######## block 1 ########
File: src/rtl/riscv_wb_pkg.sv
// Shared constants for the RV32I writeback stage.
// Load funct3 encodings and named writeback source indices.
// No ports; imported by load_formatter and wb_stage.
package riscv_wb_pkg;

  // Load funct3 encodings; 3, 6 and 7 are illegal for loads.
  typedef enum logic [2:0] {
    F3_LB  = 3'd0,
    F3_LH  = 3'd1,
    F3_LW  = 3'd2,
    F3_LBU = 3'd4,
    F3_LHU = 3'd5
  } ld_funct3_e;

  // Writeback source indices into the flattened source bus.
  localparam int unsigned WB_SRC_MEM = 0;
  localparam int unsigned WB_SRC_ALU = 1;
  localparam int unsigned WB_SRC_PC4 = 2;
  localparam int unsigned WB_SRC_IMM = 3;

endpackage

File: src/rtl/load_formatter.sv
// Load formatter: extracts the addressed byte/halfword from a memory word and extends it.
// Latency: purely combinational. Backpressure: none (no handshake).
// Ports: word_i memory word, funct3_i load type, offset_i byte offset; data_o result, err_o misaligned/illegal.
module load_formatter
  import riscv_wb_pkg::*;
#(
  parameter int XLEN = 32
) (
  input  logic [XLEN-1:0] word_i,
  input  logic [2:0]      funct3_i,
  input  logic [1:0]      offset_i,
  output logic [XLEN-1:0] data_o,
  output logic            err_o
);

  logic [7:0]  byte_v;
  logic [15:0] half_v;

  // Lane extraction is independent of funct3; the case below only picks extension.
  assign byte_v = word_i[{offset_i, 3'b000} +: 8];
  assign half_v = offset_i[1] ? word_i[31:16] : word_i[15:0];

  always_comb begin
    data_o = '0;
    err_o  = 1'b0;
    case (funct3_i)
      F3_LB:  data_o = {{(XLEN-8){byte_v[7]}}, byte_v};
      F3_LBU: data_o = {{(XLEN-8){1'b0}}, byte_v};
      F3_LH: begin
        if (offset_i[0]) err_o = 1'b1;
        else             data_o = {{(XLEN-16){half_v[15]}}, half_v};
      end
      F3_LHU: begin
        if (offset_i[0]) err_o = 1'b1;
        else             data_o = {{(XLEN-16){1'b0}}, half_v};
      end
      F3_LW: begin
        if (offset_i != 2'd0) err_o = 1'b1;
        else                  data_o = word_i;
      end
      // Errored loads leave data_o at zero so nothing stale reaches the regfile.
      default: err_o = 1'b1;
    endcase
  end

endmodule

File: src/rtl/wb_stage.sv
// Writeback stage: N-source select, load formatting, MEM/WB register, retire counter.
// Latency: 1 cycle from accept to RF_* outputs. Backpressure: IN_READY = !OUT_VALID || RF_READY; held outputs stay stable.
// Ports: IN_VALID/IN_READY/FLUSH handshake, WB_SEL/DATA_SRC/LD_FUNCT3/ADDR_LSB/RD_* payload, RF_READY/RF_* write port, LD_ERR, RETIRE_CNT.
module wb_stage #(
  parameter  int XLEN    = 32,
  parameter  int NUM_SRC = 4,
  parameter  int RA_W    = 5,
  parameter  int CNT_W   = 32,
  localparam int SEL_W   = (NUM_SRC > 1) ? $clog2(NUM_SRC) : 1
) (
  input  logic                    CLK,
  input  logic                    RST_N,
  input  logic                    IN_VALID,
  output logic                    IN_READY,
  input  logic                    FLUSH,
  input  logic [SEL_W-1:0]        WB_SEL,
  input  logic [NUM_SRC*XLEN-1:0] DATA_SRC,
  input  logic [2:0]              LD_FUNCT3,
  input  logic [1:0]              ADDR_LSB,
  input  logic [RA_W-1:0]         RD_ADDR_IN,
  input  logic                    RD_WE_IN,
  input  logic                    RF_READY,
  output logic                    OUT_VALID,
  output logic                    RF_WE,
  output logic [RA_W-1:0]         RF_ADDR,
  output logic [XLEN-1:0]         RF_DATA,
  output logic                    LD_ERR,
  output logic [CNT_W-1:0]        RETIRE_CNT
);
  import riscv_wb_pkg::*;

  localparam int SEL_N = 2 ** SEL_W;

  // Source table padded to the full index range so out-of-range selects read zero.
  logic [XLEN-1:0] src_arr [SEL_N];
  for (genvar k = 0; k < SEL_N; k++) begin : g_src
    if (k < NUM_SRC) begin : g_real
      assign src_arr[k] = DATA_SRC[k*XLEN +: XLEN];
    end else begin : g_pad
      assign src_arr[k] = '0;
    end
  end

  logic [XLEN-1:0] fmt_data;
  logic            fmt_err;

  load_formatter #(.XLEN(XLEN)) u_fmt (
    .word_i   (DATA_SRC[XLEN-1:0]),
    .funct3_i (LD_FUNCT3),
    .offset_i (ADDR_LSB),
    .data_o   (fmt_data),
    .err_o    (fmt_err)
  );

  logic            is_mem;
  logic [XLEN-1:0] sel_data;
  logic            sel_err;

  assign is_mem   = (WB_SEL == SEL_W'(WB_SRC_MEM));
  assign sel_data = is_mem ? fmt_data : src_arr[WB_SEL];
  assign sel_err  = is_mem & fmt_err;

  logic            out_valid_q, out_valid_d;
  logic            rd_we_q,     rd_we_d;
  logic [RA_W-1:0] rf_addr_q,   rf_addr_d;
  logic [XLEN-1:0] rf_data_q,   rf_data_d;
  logic            ld_err_q,    ld_err_d;
  logic [CNT_W-1:0] cnt_q,      cnt_d;

  logic accept;
  logic xfer;

  assign IN_READY = !out_valid_q || RF_READY;
  assign accept   = IN_VALID && IN_READY && !FLUSH;
  // A flush kills the held instruction, so it never counts as a transfer.
  assign xfer     = out_valid_q && RF_READY && !FLUSH;

  always_comb begin
    out_valid_d = out_valid_q;
    rd_we_d     = rd_we_q;
    rf_addr_d   = rf_addr_q;
    rf_data_d   = rf_data_q;
    ld_err_d    = ld_err_q;
    cnt_d       = cnt_q;
    if (xfer && !ld_err_q) begin
      cnt_d = cnt_q + CNT_W'(1);
    end
    if (FLUSH) begin
      out_valid_d = 1'b0;
    end else if (accept) begin
      // Covers simultaneous drain and accept: no bubble.
      out_valid_d = 1'b1;
      rd_we_d     = RD_WE_IN;
      rf_addr_d   = RD_ADDR_IN;
      rf_data_d   = sel_data;
      ld_err_d    = sel_err;
    end else if (xfer) begin
      out_valid_d = 1'b0;
    end
  end

  always_ff @(posedge CLK or negedge RST_N) begin
    if (!RST_N) begin
      out_valid_q <= 1'b0;
      rd_we_q     <= 1'b0;
      rf_addr_q   <= '0;
      rf_data_q   <= '0;
      ld_err_q    <= 1'b0;
      cnt_q       <= '0;
    end else begin
      out_valid_q <= out_valid_d;
      rd_we_q     <= rd_we_d;
      rf_addr_q   <= rf_addr_d;
      rf_data_q   <= rf_data_d;
      ld_err_q    <= ld_err_d;
      cnt_q       <= cnt_d;
    end
  end

  assign OUT_VALID  = out_valid_q;
  assign RF_ADDR    = rf_addr_q;
  assign RF_DATA    = rf_data_q;
  assign LD_ERR     = ld_err_q;
  assign RETIRE_CNT = cnt_q;
  // x0 is hardwired zero, so a write to it is never strobed.
  assign RF_WE      = out_valid_q && rd_we_q && (rf_addr_q != '0) && !ld_err_q;

endmodule

File: config.mk
export PLATFORM = sky130hd
export DESIGN_NAME = wb_stage
export DESIGN_NICKNAME = d
export VERILOG_FILES = /design/src/rtl/riscv_wb_pkg.sv /design/src/rtl/load_formatter.sv /design/src/rtl/wb_stage.sv
export SDC_FILE = /design/constraint.sdc
export NUM_CORES = 1
export LEC_CHECK = 0
export CORE_MARGIN = 1.5
export CORE_UTILIZATION = 40
export CTS_BUF_LIST = sky130_fd_sc_hd__clkbuf_8
export DETAILED_ROUTE_END_ITERATION = 7
export DONT_BUFFER_PORTS = 1
export HOLD_SLACK_MARGIN = 0.06
export SYNTH_ARGS = -nofsm -noshare
export SYNTH_HDL_FRONTEND = slang
export SYNTH_SLANG_ARGS = --single-unit
File: constraint.sdc
create_clock -name CLK -period 2.4 [get_ports CLK]
set_input_delay 0.48 -clock CLK [delete_from_list [all_inputs] [get_ports CLK]]
set_output_delay 0.48 -clock CLK [all_outputs]
set_load 0.03 [all_outputs]
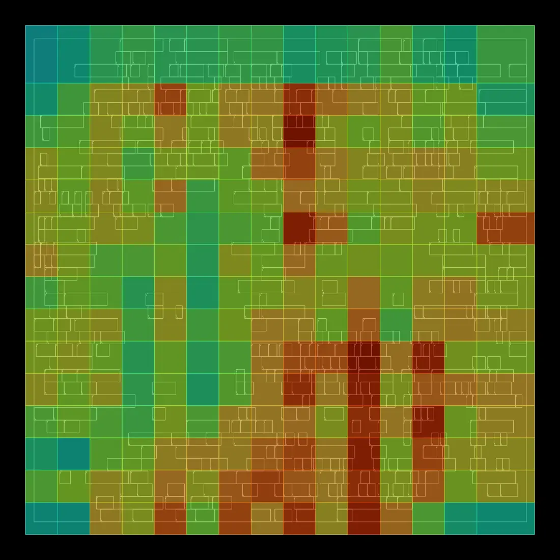
block_1/congestion.png
Total GRT Usage: 0.239
M3 GR Usage: 0.0616
Routed WL per cell: 21.9 um
met1 Use GR: 0.299

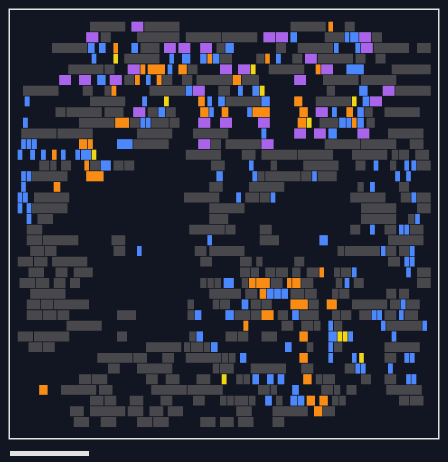
block_1/logic_types.png
The bar under the picture is 20 um long.
- purple: XOR/XNOR gates (cells 31; most used xnor2_1)
- orange: NOR gates (cells 45; most used nor2_1)
- yellow: inverters (cells 11; most used inv_1)
- blue: NAND gates (cells 127; most used nand2_1; where spread over the die)
most common logic cell in the routed design: nand2_1
Non-Filler Instances: 644
Comb area share: 0.506

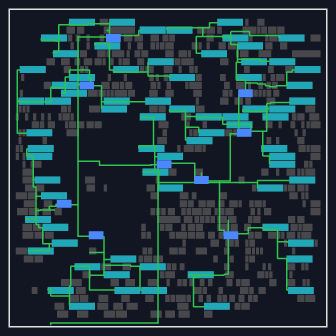
block_1/clk_routes.png
- blue: clock drivers (count 9)
- cyan: flip-flops (count 72)
- green: clock wires (length 1,080 um)
- routed clock nets: 10
Worst Clk Skew: 0.0120 ns
Clock group: 1.02 mW

==> impl_metrics.json <==
{
  "cts_num_sinks": 72,
  "flop-count": 72,
  "wl_met1_um": 5780,
  "cts_max_path_buffers": 2,
  "port_buffers": 0,
  "swShare": 0.353,
  "outcome": "complete, no violations",
  "hold_viol": 0,
  "ir_drop_uv": 308,
  "critPathCaptureType": "primary output",
  "ys_area_mm2": 0.00449,
  "core_area_mm2": 0.0109,
  "place_hpwl_um": 10500,
  "dr_wl_met3_um": 1280,
  "cp-start-kind": "flip-flop"
}
==> metrics by stage <==
| step | std cells | hold slack, ns | setup slack [ns] | power [mW] |
|---|---|---|---|---|
| after floorplan | 489 | 0.184 | 0.325 | 2.09 |
| after global placement | 626 | 0.186 | 0.373 | 2.22 |
| after detailed placement | 626 | 0.186 | 0.353 | 2.23 |
| after CTS | 644 | 0.159 | 0.368 | 3.29 |
| after global routing | 644 | 0.162 | 0.266 | 3.42 |
| final | 644 | 0.183 | 0.387 | 3.26 |

######## block 2 ########
--- config.mk ---
export PLATFORM = sky130hd
export DESIGN_NAME = multiplier_pipe_pp
export DESIGN_NICKNAME = d
export VERILOG_FILES = /design/src/rtl/multiplier_pipe_pp_pkg.sv /design/src/rtl/multiplier_pipe_stage.sv /design/src/rtl/multiplier_pipe_pp.sv
export SDC_FILE = /design/constraint.sdc
export NUM_CORES = 2
export LEC_CHECK = 0
export CAP_MARGIN = 20
export CORE_MARGIN = 2
export CORE_UTILIZATION = 58
export CTS_BUF_LIST = sky130_fd_sc_hd__clkbuf_4 sky130_fd_sc_hd__clkbuf_8
export DETAILED_ROUTE_END_ITERATION = 8
export GPL_TIMING_DRIVEN = 1
export PLACE_DENSITY = 0.85
export REMOVE_ABC_BUFFERS = 1
export SLEW_MARGIN = 20
export SYNTH_ARGS = -nofsm -noshare
export SYNTH_HDL_FRONTEND = slang
export SYNTH_SLANG_ARGS = --single-unit
--- constraint.sdc ---
create_clock -name iClk -period 25.6 [get_ports iClk]
set_clock_uncertainty 0.2 [all_clocks]
set_input_delay 2.56 -clock iClk [delete_from_list [all_inputs] [get_ports iClk]]
set_output_delay 2.56 -clock iClk [all_outputs]
set_load 0.05 [all_outputs]
--- src/rtl/multiplier_pipe_pp_pkg.sv ---
// Shared definitions for the pipelined multiplier: operand mode encodings and
// an elaboration-time guard on the WIDTH/STAGES parameters.
`ifndef MULTIPLIER_PIPE_PP_DEFS
`define MULTIPLIER_PIPE_PP_DEFS

// Instantiated at module scope; elaboration stops on an unusable configuration.
`define MPP_CHECK_PARAMS(w, s) \
  if (((s) < 1) || ((w) < 2)) begin : gBadParams \
    $error("multiplier_pipe_pp: STAGES must be >= 1 and WIDTH must be >= 2"); \
  end

`endif

package multiplier_pipe_pp_pkg;

  localparam logic MODE_UNSIGNED = 1'b0;
  localparam logic MODE_SIGNED   = 1'b1;

endpackage

--- src/rtl/multiplier_pipe_stage.sv ---
// One generic pipeline register with valid, stall, flush and async reset.
// Data only loads when the incoming valid is set, so bubbles leave it quiet.
module multiplier_pipe_stage
  import multiplier_pipe_pp_pkg::*;
#(
  parameter int W = 8
) (
  input  logic         iClk,
  input  logic         iRstN,
  input  logic         iEn,
  input  logic         iClr,
  input  logic         iValid,
  input  logic [W-1:0] iData,
  output logic         oValid,
  output logic [W-1:0] oData
);

  always_ff @(posedge iClk or negedge iRstN) begin
    if (!iRstN) begin
      oValid <= 1'b0;
      oData  <= '0;
    end else if (iClr) begin
      oValid <= 1'b0;
      oData  <= '0;
    end else if (iEn) begin
      oValid <= iValid;
      if (iValid) begin
        oData <= iData;
      end
    end
  end

endmodule

--- src/rtl/multiplier_pipe_pp.sv ---
// Pipelined WIDTH x WIDTH multiplier with per-transaction signed/unsigned mode,
// STAGES cycles of latency, global stall (iEn) and synchronous flush (iClr).
module multiplier_pipe_pp
  import multiplier_pipe_pp_pkg::*;
#(
  parameter int WIDTH  = 32,
  parameter int STAGES = 3
) (
  input  logic                 iClk,
  input  logic                 iRstN,
  input  logic                 iEn,
  input  logic                 iClr,
  input  logic                 iValid,
  input  logic                 iSigned,
  input  logic [WIDTH-1:0]     iData0,
  input  logic [WIDTH-1:0]     iData1,
  output logic                 oValid,
  output logic                 oSigned,
  output logic [2*WIDTH-1:0]   oData
);

  // Every stage carries {mode, 2*WIDTH payload}; stage 1 packs {mode, b, a}.
  localparam int PW = 2 * WIDTH + 1;

  `MPP_CHECK_PARAMS(WIDTH, STAGES)

  // Extending both operands to full width makes the truncated product exact
  // for either interpretation, so one multiplier serves both modes.
  function automatic logic [2*WIDTH-1:0] mulExt(
    input logic [WIDTH-1:0] a,
    input logic [WIDTH-1:0] b,
    input logic             sgn
  );
    logic signed [2*WIDTH-1:0] extA;
    logic signed [2*WIDTH-1:0] extB;
    logic signed [2*WIDTH-1:0] prod;
    if (sgn == MODE_SIGNED) begin
      extA = {{WIDTH{a[WIDTH-1]}}, a};
      extB = {{WIDTH{b[WIDTH-1]}}, b};
    end else begin
      extA = {{WIDTH{1'b0}}, a};
      extB = {{WIDTH{1'b0}}, b};
    end
    prod = extA * extB;
    return prod;
  endfunction

  logic          vldOut;
  logic [PW-1:0] dataOut;

  if (STAGES == 1) begin : gSingle
    // Stage 0 -> 1: product of the raw inputs registered directly
    logic [PW-1:0] prod_p0;

    assign prod_p0 = {iSigned, mulExt(iData0, iData1, iSigned)};

    multiplier_pipe_stage #(.W(PW)) uProd (
      .iClk   (iClk),
      .iRstN  (iRstN),
      .iEn    (iEn),
      .iClr   (iClr),
      .iValid (iValid),
      .iData  (prod_p0),
      .oValid (vldOut),
      .oData  (dataOut)
    );
  end else begin : gPipe
    logic          vld_p1;
    logic [PW-1:0] ops_p1;
    logic [STAGES:1] vld_pk;
    logic [PW-1:0] data_pk [1:STAGES];

    // Stage 0 -> 1: operand register
    multiplier_pipe_stage #(.W(PW)) uOps (
      .iClk   (iClk),
      .iRstN  (iRstN),
      .iEn    (iEn),
      .iClr   (iClr),
      .iValid (iValid),
      .iData  ({iSigned, iData1, iData0}),
      .oValid (vld_p1),
      .oData  (ops_p1)
    );

    // Stage 1 -> 2: combinational extend-and-multiply feeds the product chain
    assign vld_pk[1]  = vld_p1;
    assign data_pk[1] = {ops_p1[PW-1],
                         mulExt(ops_p1[WIDTH-1:0], ops_p1[2*WIDTH-1:WIDTH], ops_p1[PW-1])};

    for (genvar k = 2; k <= STAGES; k++) begin : gStage
      multiplier_pipe_stage #(.W(PW)) uProd (
        .iClk   (iClk),
        .iRstN  (iRstN),
        .iEn    (iEn),
        .iClr   (iClr),
        .iValid (vld_pk[k-1]),
        .iData  (data_pk[k-1]),
        .oValid (vld_pk[k]),
        .oData  (data_pk[k])
      );
    end

    assign vldOut  = vld_pk[STAGES];
    assign dataOut = data_pk[STAGES];
  end

  assign oValid  = vldOut;
  assign oSigned = dataOut[PW-1];
  assign oData   = dataOut[2*WIDTH-1:0];

endmodule

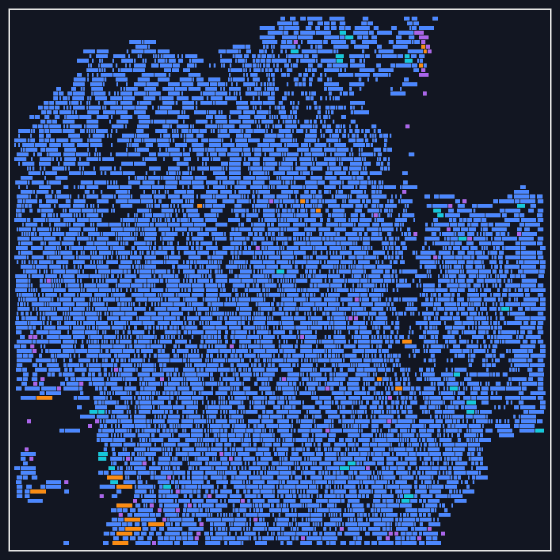
block_2/sizes.png
- orange: _2 cells (cells 19; most used dfrtp_2)
- cyan: _6 and larger (cells 29; most used clkbuf_8)
- purple: _3 and _4 cells (cells 78; most used buf_4)
- blue: _0 and _1 cells (cells 5,446; most used inv_1)
Non-Clock Buffer Count: 206
final worst slack: 15.07 ns

==> impl_metrics.json <==
{
  "layout.cells.non_filler": 6842,
  "grt_pass1_vias": 44100,
  "antenna_left": 0,
  "numCtsBuffers": 17,
  "critPathCaptureType": "flip-flop",
  "holdPathEnd": "gPipe.gStage[3].uProd.oData[45]",
  "tool_warnings": 28,
  "dr.pass1.iters": 6,
  "syn_inst": 5677,
  "cts_num_sinks": 198,
  "cp.required_ns": 25.89,
  "logic_gate_count": 3611,
  "crit_slowest_cell": "dfrtp_1",
  "grt_max_degree": 74,
  "dieArea_mm2": 0.0984,
  "finalCritPeriodShare": 0.411,
  "cts-resized-gates": 0,
  "final_common_cell": "inv_1",
  "maxCapViolations": 0,
  "synth-cells-yosys": 5677,
  "place_area_mm2": 0.0576,
  "die_h_um": 314,
  "cp-endpoint": "gPipe.gStage[2].uProd.oData[63]",
  "pre_cts_ws_ns": 15.16,
  "ff_type": "dfrtp_1",
  "diodes": 5,
  "ff_latch_area_mm2": 0.00497,
  "place_hpwl_um": 129000,
  "outcome": "complete, no violations",
  "fmax_ghz": 0.0950,
  "p_per_area_mw_per_mm2": 16.8,
  "fin_nets": 7399,
  "cts-root-buf": "clkbuf_8",
  "crit_start": "gPipe.uOps.oData[36]",
  "hold_start": "gPipe.gStage[2].uProd.oData[45]",
  "place.gp.congestion": 1.00
}
[per-layer routing]
layer  up-vias  wire length, um  GRT usage
met3       602            17800     0.0999
met4         0            11400      0.204
met5         -                0          0
li1      16100                -          -
met2      2402            73800      0.544
met1     20100            56400      0.417
[where the power goes]
group / internal [mW] / leakage (nW) / switching, mW
sequential: 0.320 / 2.72 / 0.0279
combinational: 0.142 / 28.1 / 0.260
clock: 0.0750 / 0.196 / 0.149
total: 0.536 / 31.0 / 0.437

######## block 3 ########
<file path="src/rtl/gpc23_weighted_popcount_seq_if.sv">
// rtl/gpc23_weighted_popcount_seq_if.sv - operand/result handshake bundle for the weighted popcount sequencer
interface gpc23_weighted_popcount_seq_if #(
    parameter int WA = 12,
    parameter int WB = 8
);
    localparam int SUM_W = $clog2(WA + 2 * WB + 1);

    logic             in_valid;
    logic             in_ready;
    logic [WA-1:0]    in_a;
    logic [WB-1:0]    in_b;
    logic             out_valid;
    logic             out_ready;
    logic [SUM_W-1:0] out_sum;
    logic             busy;

    modport master (
        output in_valid, in_a, in_b, out_ready,
        input  in_ready, out_valid, out_sum, busy
    );

    modport slave (
        input  in_valid, in_a, in_b, out_ready,
        output in_ready, out_valid, out_sum, busy
    );
endinterface

</file>
<file path="src/rtl/gpc23_weighted_popcount_seq.sv">
// rtl/gpc23_weighted_popcount_seq.sv - popcount(a)+2*popcount(b) by time-sharing one (2,3;3) GPC
module gpc23_3 (
    input  logic [2:0] src0,
    input  logic [1:0] src1,
    output logic [2:0] dst
);
    always_comb begin
        dst = 3'(src0[0]) + 3'(src0[1]) + 3'(src0[2])
            + {1'b0, src1[0], 1'b0} + {1'b0, src1[1], 1'b0};
    end
endmodule

module gpc23_weighted_popcount_seq #(
    parameter int WA = 12,
    parameter int WB = 8
) (
    input  logic                          clk,
    input  logic                          rst,
    gpc23_weighted_popcount_seq_if.slave  bus
);
    localparam int NA     = (WA + 2) / 3;
    localparam int NB     = (WB + 1) / 2;
    localparam int NSTEP  = (NA > NB) ? NA : NB;
    localparam int PA     = 3 * NSTEP;
    localparam int PB     = 2 * NSTEP;
    localparam int SUM_W  = $clog2(WA + 2 * WB + 1);
    localparam int STEP_W = $clog2(NSTEP + 1);

    typedef enum logic [1:0] {
        IDLE = 2'd0,
        RUN  = 2'd1,
        DONE = 2'd2
    } state_t;

    state_t            state;
    state_t            state_next;
    logic [PA-1:0]     sh_a;
    logic [PB-1:0]     sh_b;
    logic [SUM_W-1:0]  acc;
    logic [SUM_W-1:0]  sum_next;
    logic [SUM_W-1:0]  out_sum_r;
    logic [STEP_W-1:0] step;
    logic [2:0]        dst;
    logic              last_step;

    // Operands shift right by one chunk per step, so the GPC always sees the low bits;
    // zero padding above the operand widths makes exhausted chunks contribute nothing.
    gpc23_3 u_gpc (
        .src0 (sh_a[2:0]),
        .src1 (sh_b[1:0]),
        .dst  (dst)
    );

    assign sum_next  = acc + SUM_W'(dst);
    assign last_step = (step == STEP_W'(NSTEP - 1));

    always_ff @(posedge clk) begin
        if (rst) begin
            state <= IDLE;
        end else begin
            state <= state_next;
        end
    end

    always_comb begin
        state_next = state;
        case (state)
            IDLE: if (bus.in_valid) state_next = RUN;
            RUN:  if (last_step) state_next = DONE;
            DONE: if (bus.out_ready) state_next = IDLE;
            default: state_next = IDLE;
        endcase
    end

    always_ff @(posedge clk) begin
        if (rst) begin
            sh_a      <= '0;
            sh_b      <= '0;
            acc       <= '0;
            step      <= '0;
            out_sum_r <= '0;
        end else begin
            case (state)
                IDLE: begin
                    if (bus.in_valid) begin
                        sh_a <= PA'(bus.in_a);
                        sh_b <= PB'(bus.in_b);
                        acc  <= '0;
                        step <= '0;
                    end
                end
                RUN: begin
                    acc  <= sum_next;
                    sh_a <= sh_a >> 3;
                    sh_b <= sh_b >> 2;
                    step <= step + 1'b1;
                    if (last_step) begin
                        out_sum_r <= sum_next;
                    end
                end
                default: begin
                end
            endcase
        end
    end

    // Acceptance only in IDLE keeps DONE and the next operation from overlapping.
    assign bus.in_ready  = (state == IDLE);
    assign bus.out_valid = (state == DONE);
    assign bus.busy      = (state != IDLE);
    assign bus.out_sum   = out_sum_r;
endmodule

</file>
<file path="src/flat_wrapper.sv">
// flat-port wrapper written by rule: the top's interface ports become plain ports
module gpc23_weighted_popcount_seq_flat 
#(
    parameter int WA = 12,
    parameter int WB = 8
)
  (clk, rst, bus_in_valid, bus_in_a, bus_in_b, bus_out_ready, bus_in_ready, bus_out_valid, bus_out_sum, bus_busy);
  gpc23_weighted_popcount_seq_if #(.WA(WA), .WB(WB)) bus_i ();
  input  logic clk;
  input  logic rst;
  input wire logic [$bits(bus_i.in_valid)-1:0] bus_in_valid;
  input wire logic [$bits(bus_i.in_a)-1:0] bus_in_a;
  input wire logic [$bits(bus_i.in_b)-1:0] bus_in_b;
  input wire logic [$bits(bus_i.out_ready)-1:0] bus_out_ready;
  output wire logic [$bits(bus_i.in_ready)-1:0] bus_in_ready;
  output wire logic [$bits(bus_i.out_valid)-1:0] bus_out_valid;
  output wire logic [$bits(bus_i.out_sum)-1:0] bus_out_sum;
  output wire logic [$bits(bus_i.busy)-1:0] bus_busy;
  assign bus_i.in_valid = bus_in_valid;
  assign bus_i.in_a = bus_in_a;
  assign bus_i.in_b = bus_in_b;
  assign bus_i.out_ready = bus_out_ready;
  assign bus_in_ready = bus_i.in_ready;
  assign bus_out_valid = bus_i.out_valid;
  assign bus_out_sum = bus_i.out_sum;
  assign bus_busy = bus_i.busy;
  gpc23_weighted_popcount_seq #(.WA(WA), .WB(WB)) u_core (.clk(clk), .rst(rst), .bus(bus_i));
endmodule
</file>
<file path="config.mk">
export PLATFORM = sky130hd
export DESIGN_NAME = gpc23_weighted_popcount_seq_flat
export DESIGN_NICKNAME = d
export VERILOG_FILES = /design/src/rtl/gpc23_weighted_popcount_seq_if.sv /design/src/rtl/gpc23_weighted_popcount_seq.sv /design/src/flat_wrapper.sv
export SDC_FILE = /design/constraint.sdc
export NUM_CORES = 1
export LEC_CHECK = 0
export CAP_MARGIN = 20
export CORE_ASPECT_RATIO = 0.7
export CORE_MARGIN = 2
export CORE_UTILIZATION = 55
export CTS_CLUSTER_DIAMETER = 120
export DETAILED_ROUTE_END_ITERATION = 8
export GPL_TIMING_DRIVEN = 0
export PLACE_DENSITY = 0.82
export SYNTH_ARGS = -nofsm -noshare
export SYNTH_HDL_FRONTEND = slang
export SYNTH_SLANG_ARGS = --single-unit
export TNS_END_PERCENT = 5
</file>
<file path="constraint.sdc">
create_clock -name clk -period 6.41 [get_ports clk]
set_input_delay 1.6025 -clock clk [delete_from_list [all_inputs] [get_ports clk]]
set_output_delay 1.6025 -clock clk [all_outputs]
set_load 0.02 [all_outputs]
</file>
==> impl_metrics.json <==
{
  "outcome": "complete, no violations",
  "crit_fanout": 10,
  "dp_cells": 294,
  "fin_crit_ns": 3.42,
  "cp.arrival_ns": 1.81,
  "critPathCaptureType": "primary output",
  "grt_usage": 0.241,
  "finalCritPeriodShare": 0.533,
  "ys_sh_simple": 0.326,
  "place_hpwl_um": 2980,
  "ys_seq_frac": 0.373,
  "synthArstFlopShare": 0,
  "row_count": 17,
  "die_h_um": 52.9,
  "synth-cells-yosys": 216,
  "clk_pin_slew_ns": 0.07,
  "diodes": 0,
  "top_power_group": "sequential cells",
  "final_cell_mix": "dfxtp_1, clkdlybuf4s50_1, nor2_1"
}
-- routing by layer --
layer	up-vias	global-route usage	part of all wire
met5	-	0	0
met4	0	0.0879	0.017
met3	10	0.0667	0.051
met2	41	0.359	0.43
met1	760	0.333	0.50
li1	825	-	-
-- cell type report --
class                           count  area (um^2)
Sequential cell                    35          701
Fill cell                         246          862
Timing Repair Buffer               31          310
Multi-Input combinational cell    163         1100
Tap cell                           47         58.8
Clock buffer                        8          100
Buffer                             15         72.6
Inverter                            3         11.3
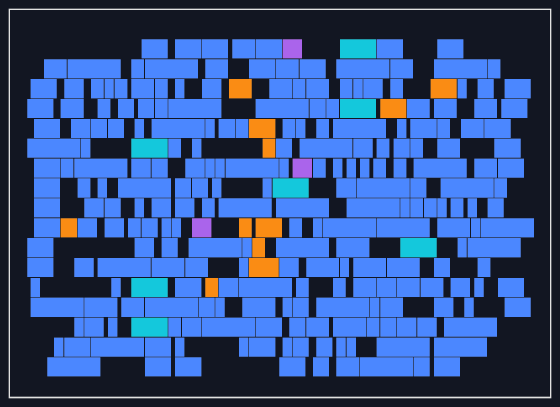
block_3/sizes.png
- orange: _2 cells (cells 11)
- purple: _3 and _4 cells (cells 3; most used buf_4)
- cyan: _6 and larger (cells 7; most used clkbuf_8)
- blue: _0 and _1 cells (cells 234; most used dfxtp_1)
Finished Cell Area: 0.00235 mm^2
final worst slack: 2.99 ns
Non-Clock Buffer Count: 46

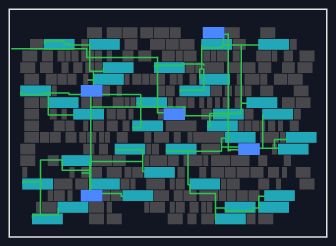
block_3/clk_routes.png
- green: clock wires (length 484 um)
- cyan: flip-flops (count 35)
- blue: clock drivers (count 5)
- routed clock nets: 6
- flops lie: spread over the die
Clock group: 0.179 mW
Clk pwr share: 0.348
Worst Clk Skew: 0.00232 ns

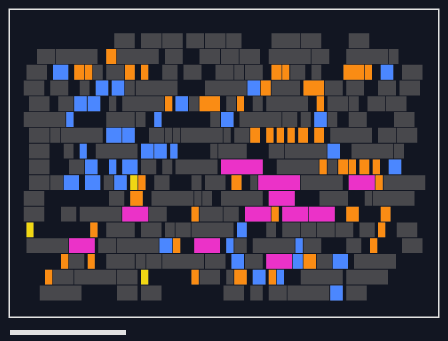
block_3/logic_types.png
The bar under the picture is 20 um long.
- orange: NOR gates (cells 45; most used nor2_1; where spread over the die)
- blue: NAND gates (cells 36; most used nand2b_1)
- yellow: inverters (cells 3; most used inv_1)
- magenta: adder and majority cells (cells 11; most used ha_1)
Non-Filler Instances: 302
Comb area share: 0.466
most common logic cell in the routed design: dfxtp_1



==> notes/layouts.md <==
Pictures saved along the way, in no particular order.

Met3 routing.
Cells faint in the background.
panel A
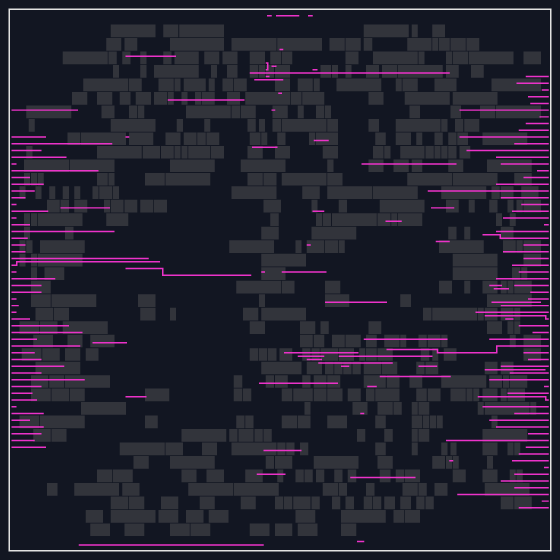
panel B
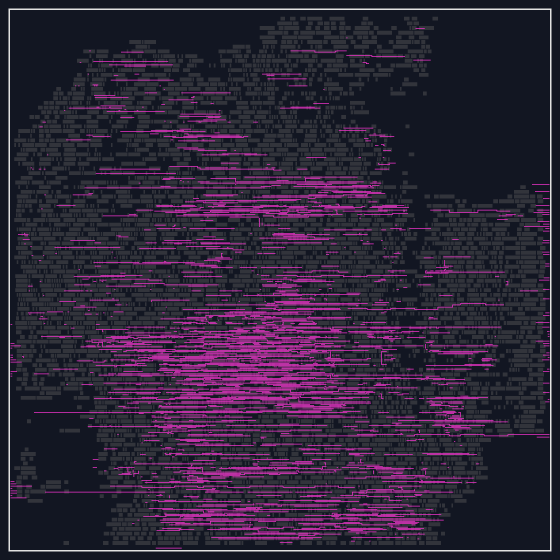
panel C
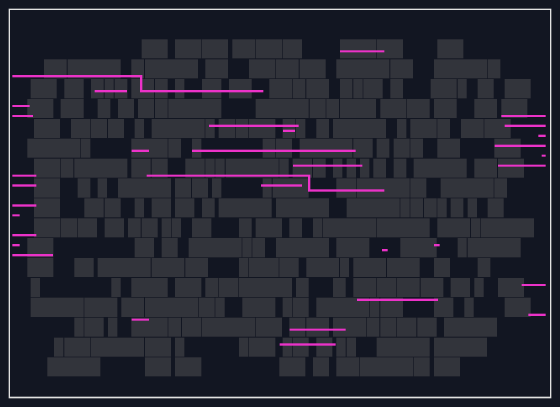
panel B: block 2
panel C: block 3
panel A: block 1

Key to panel B:
- longest straight run: 133 um
- share of all routed wire: 11%

Power figures rest on the tool's default switching activity, not on a simulated workload.
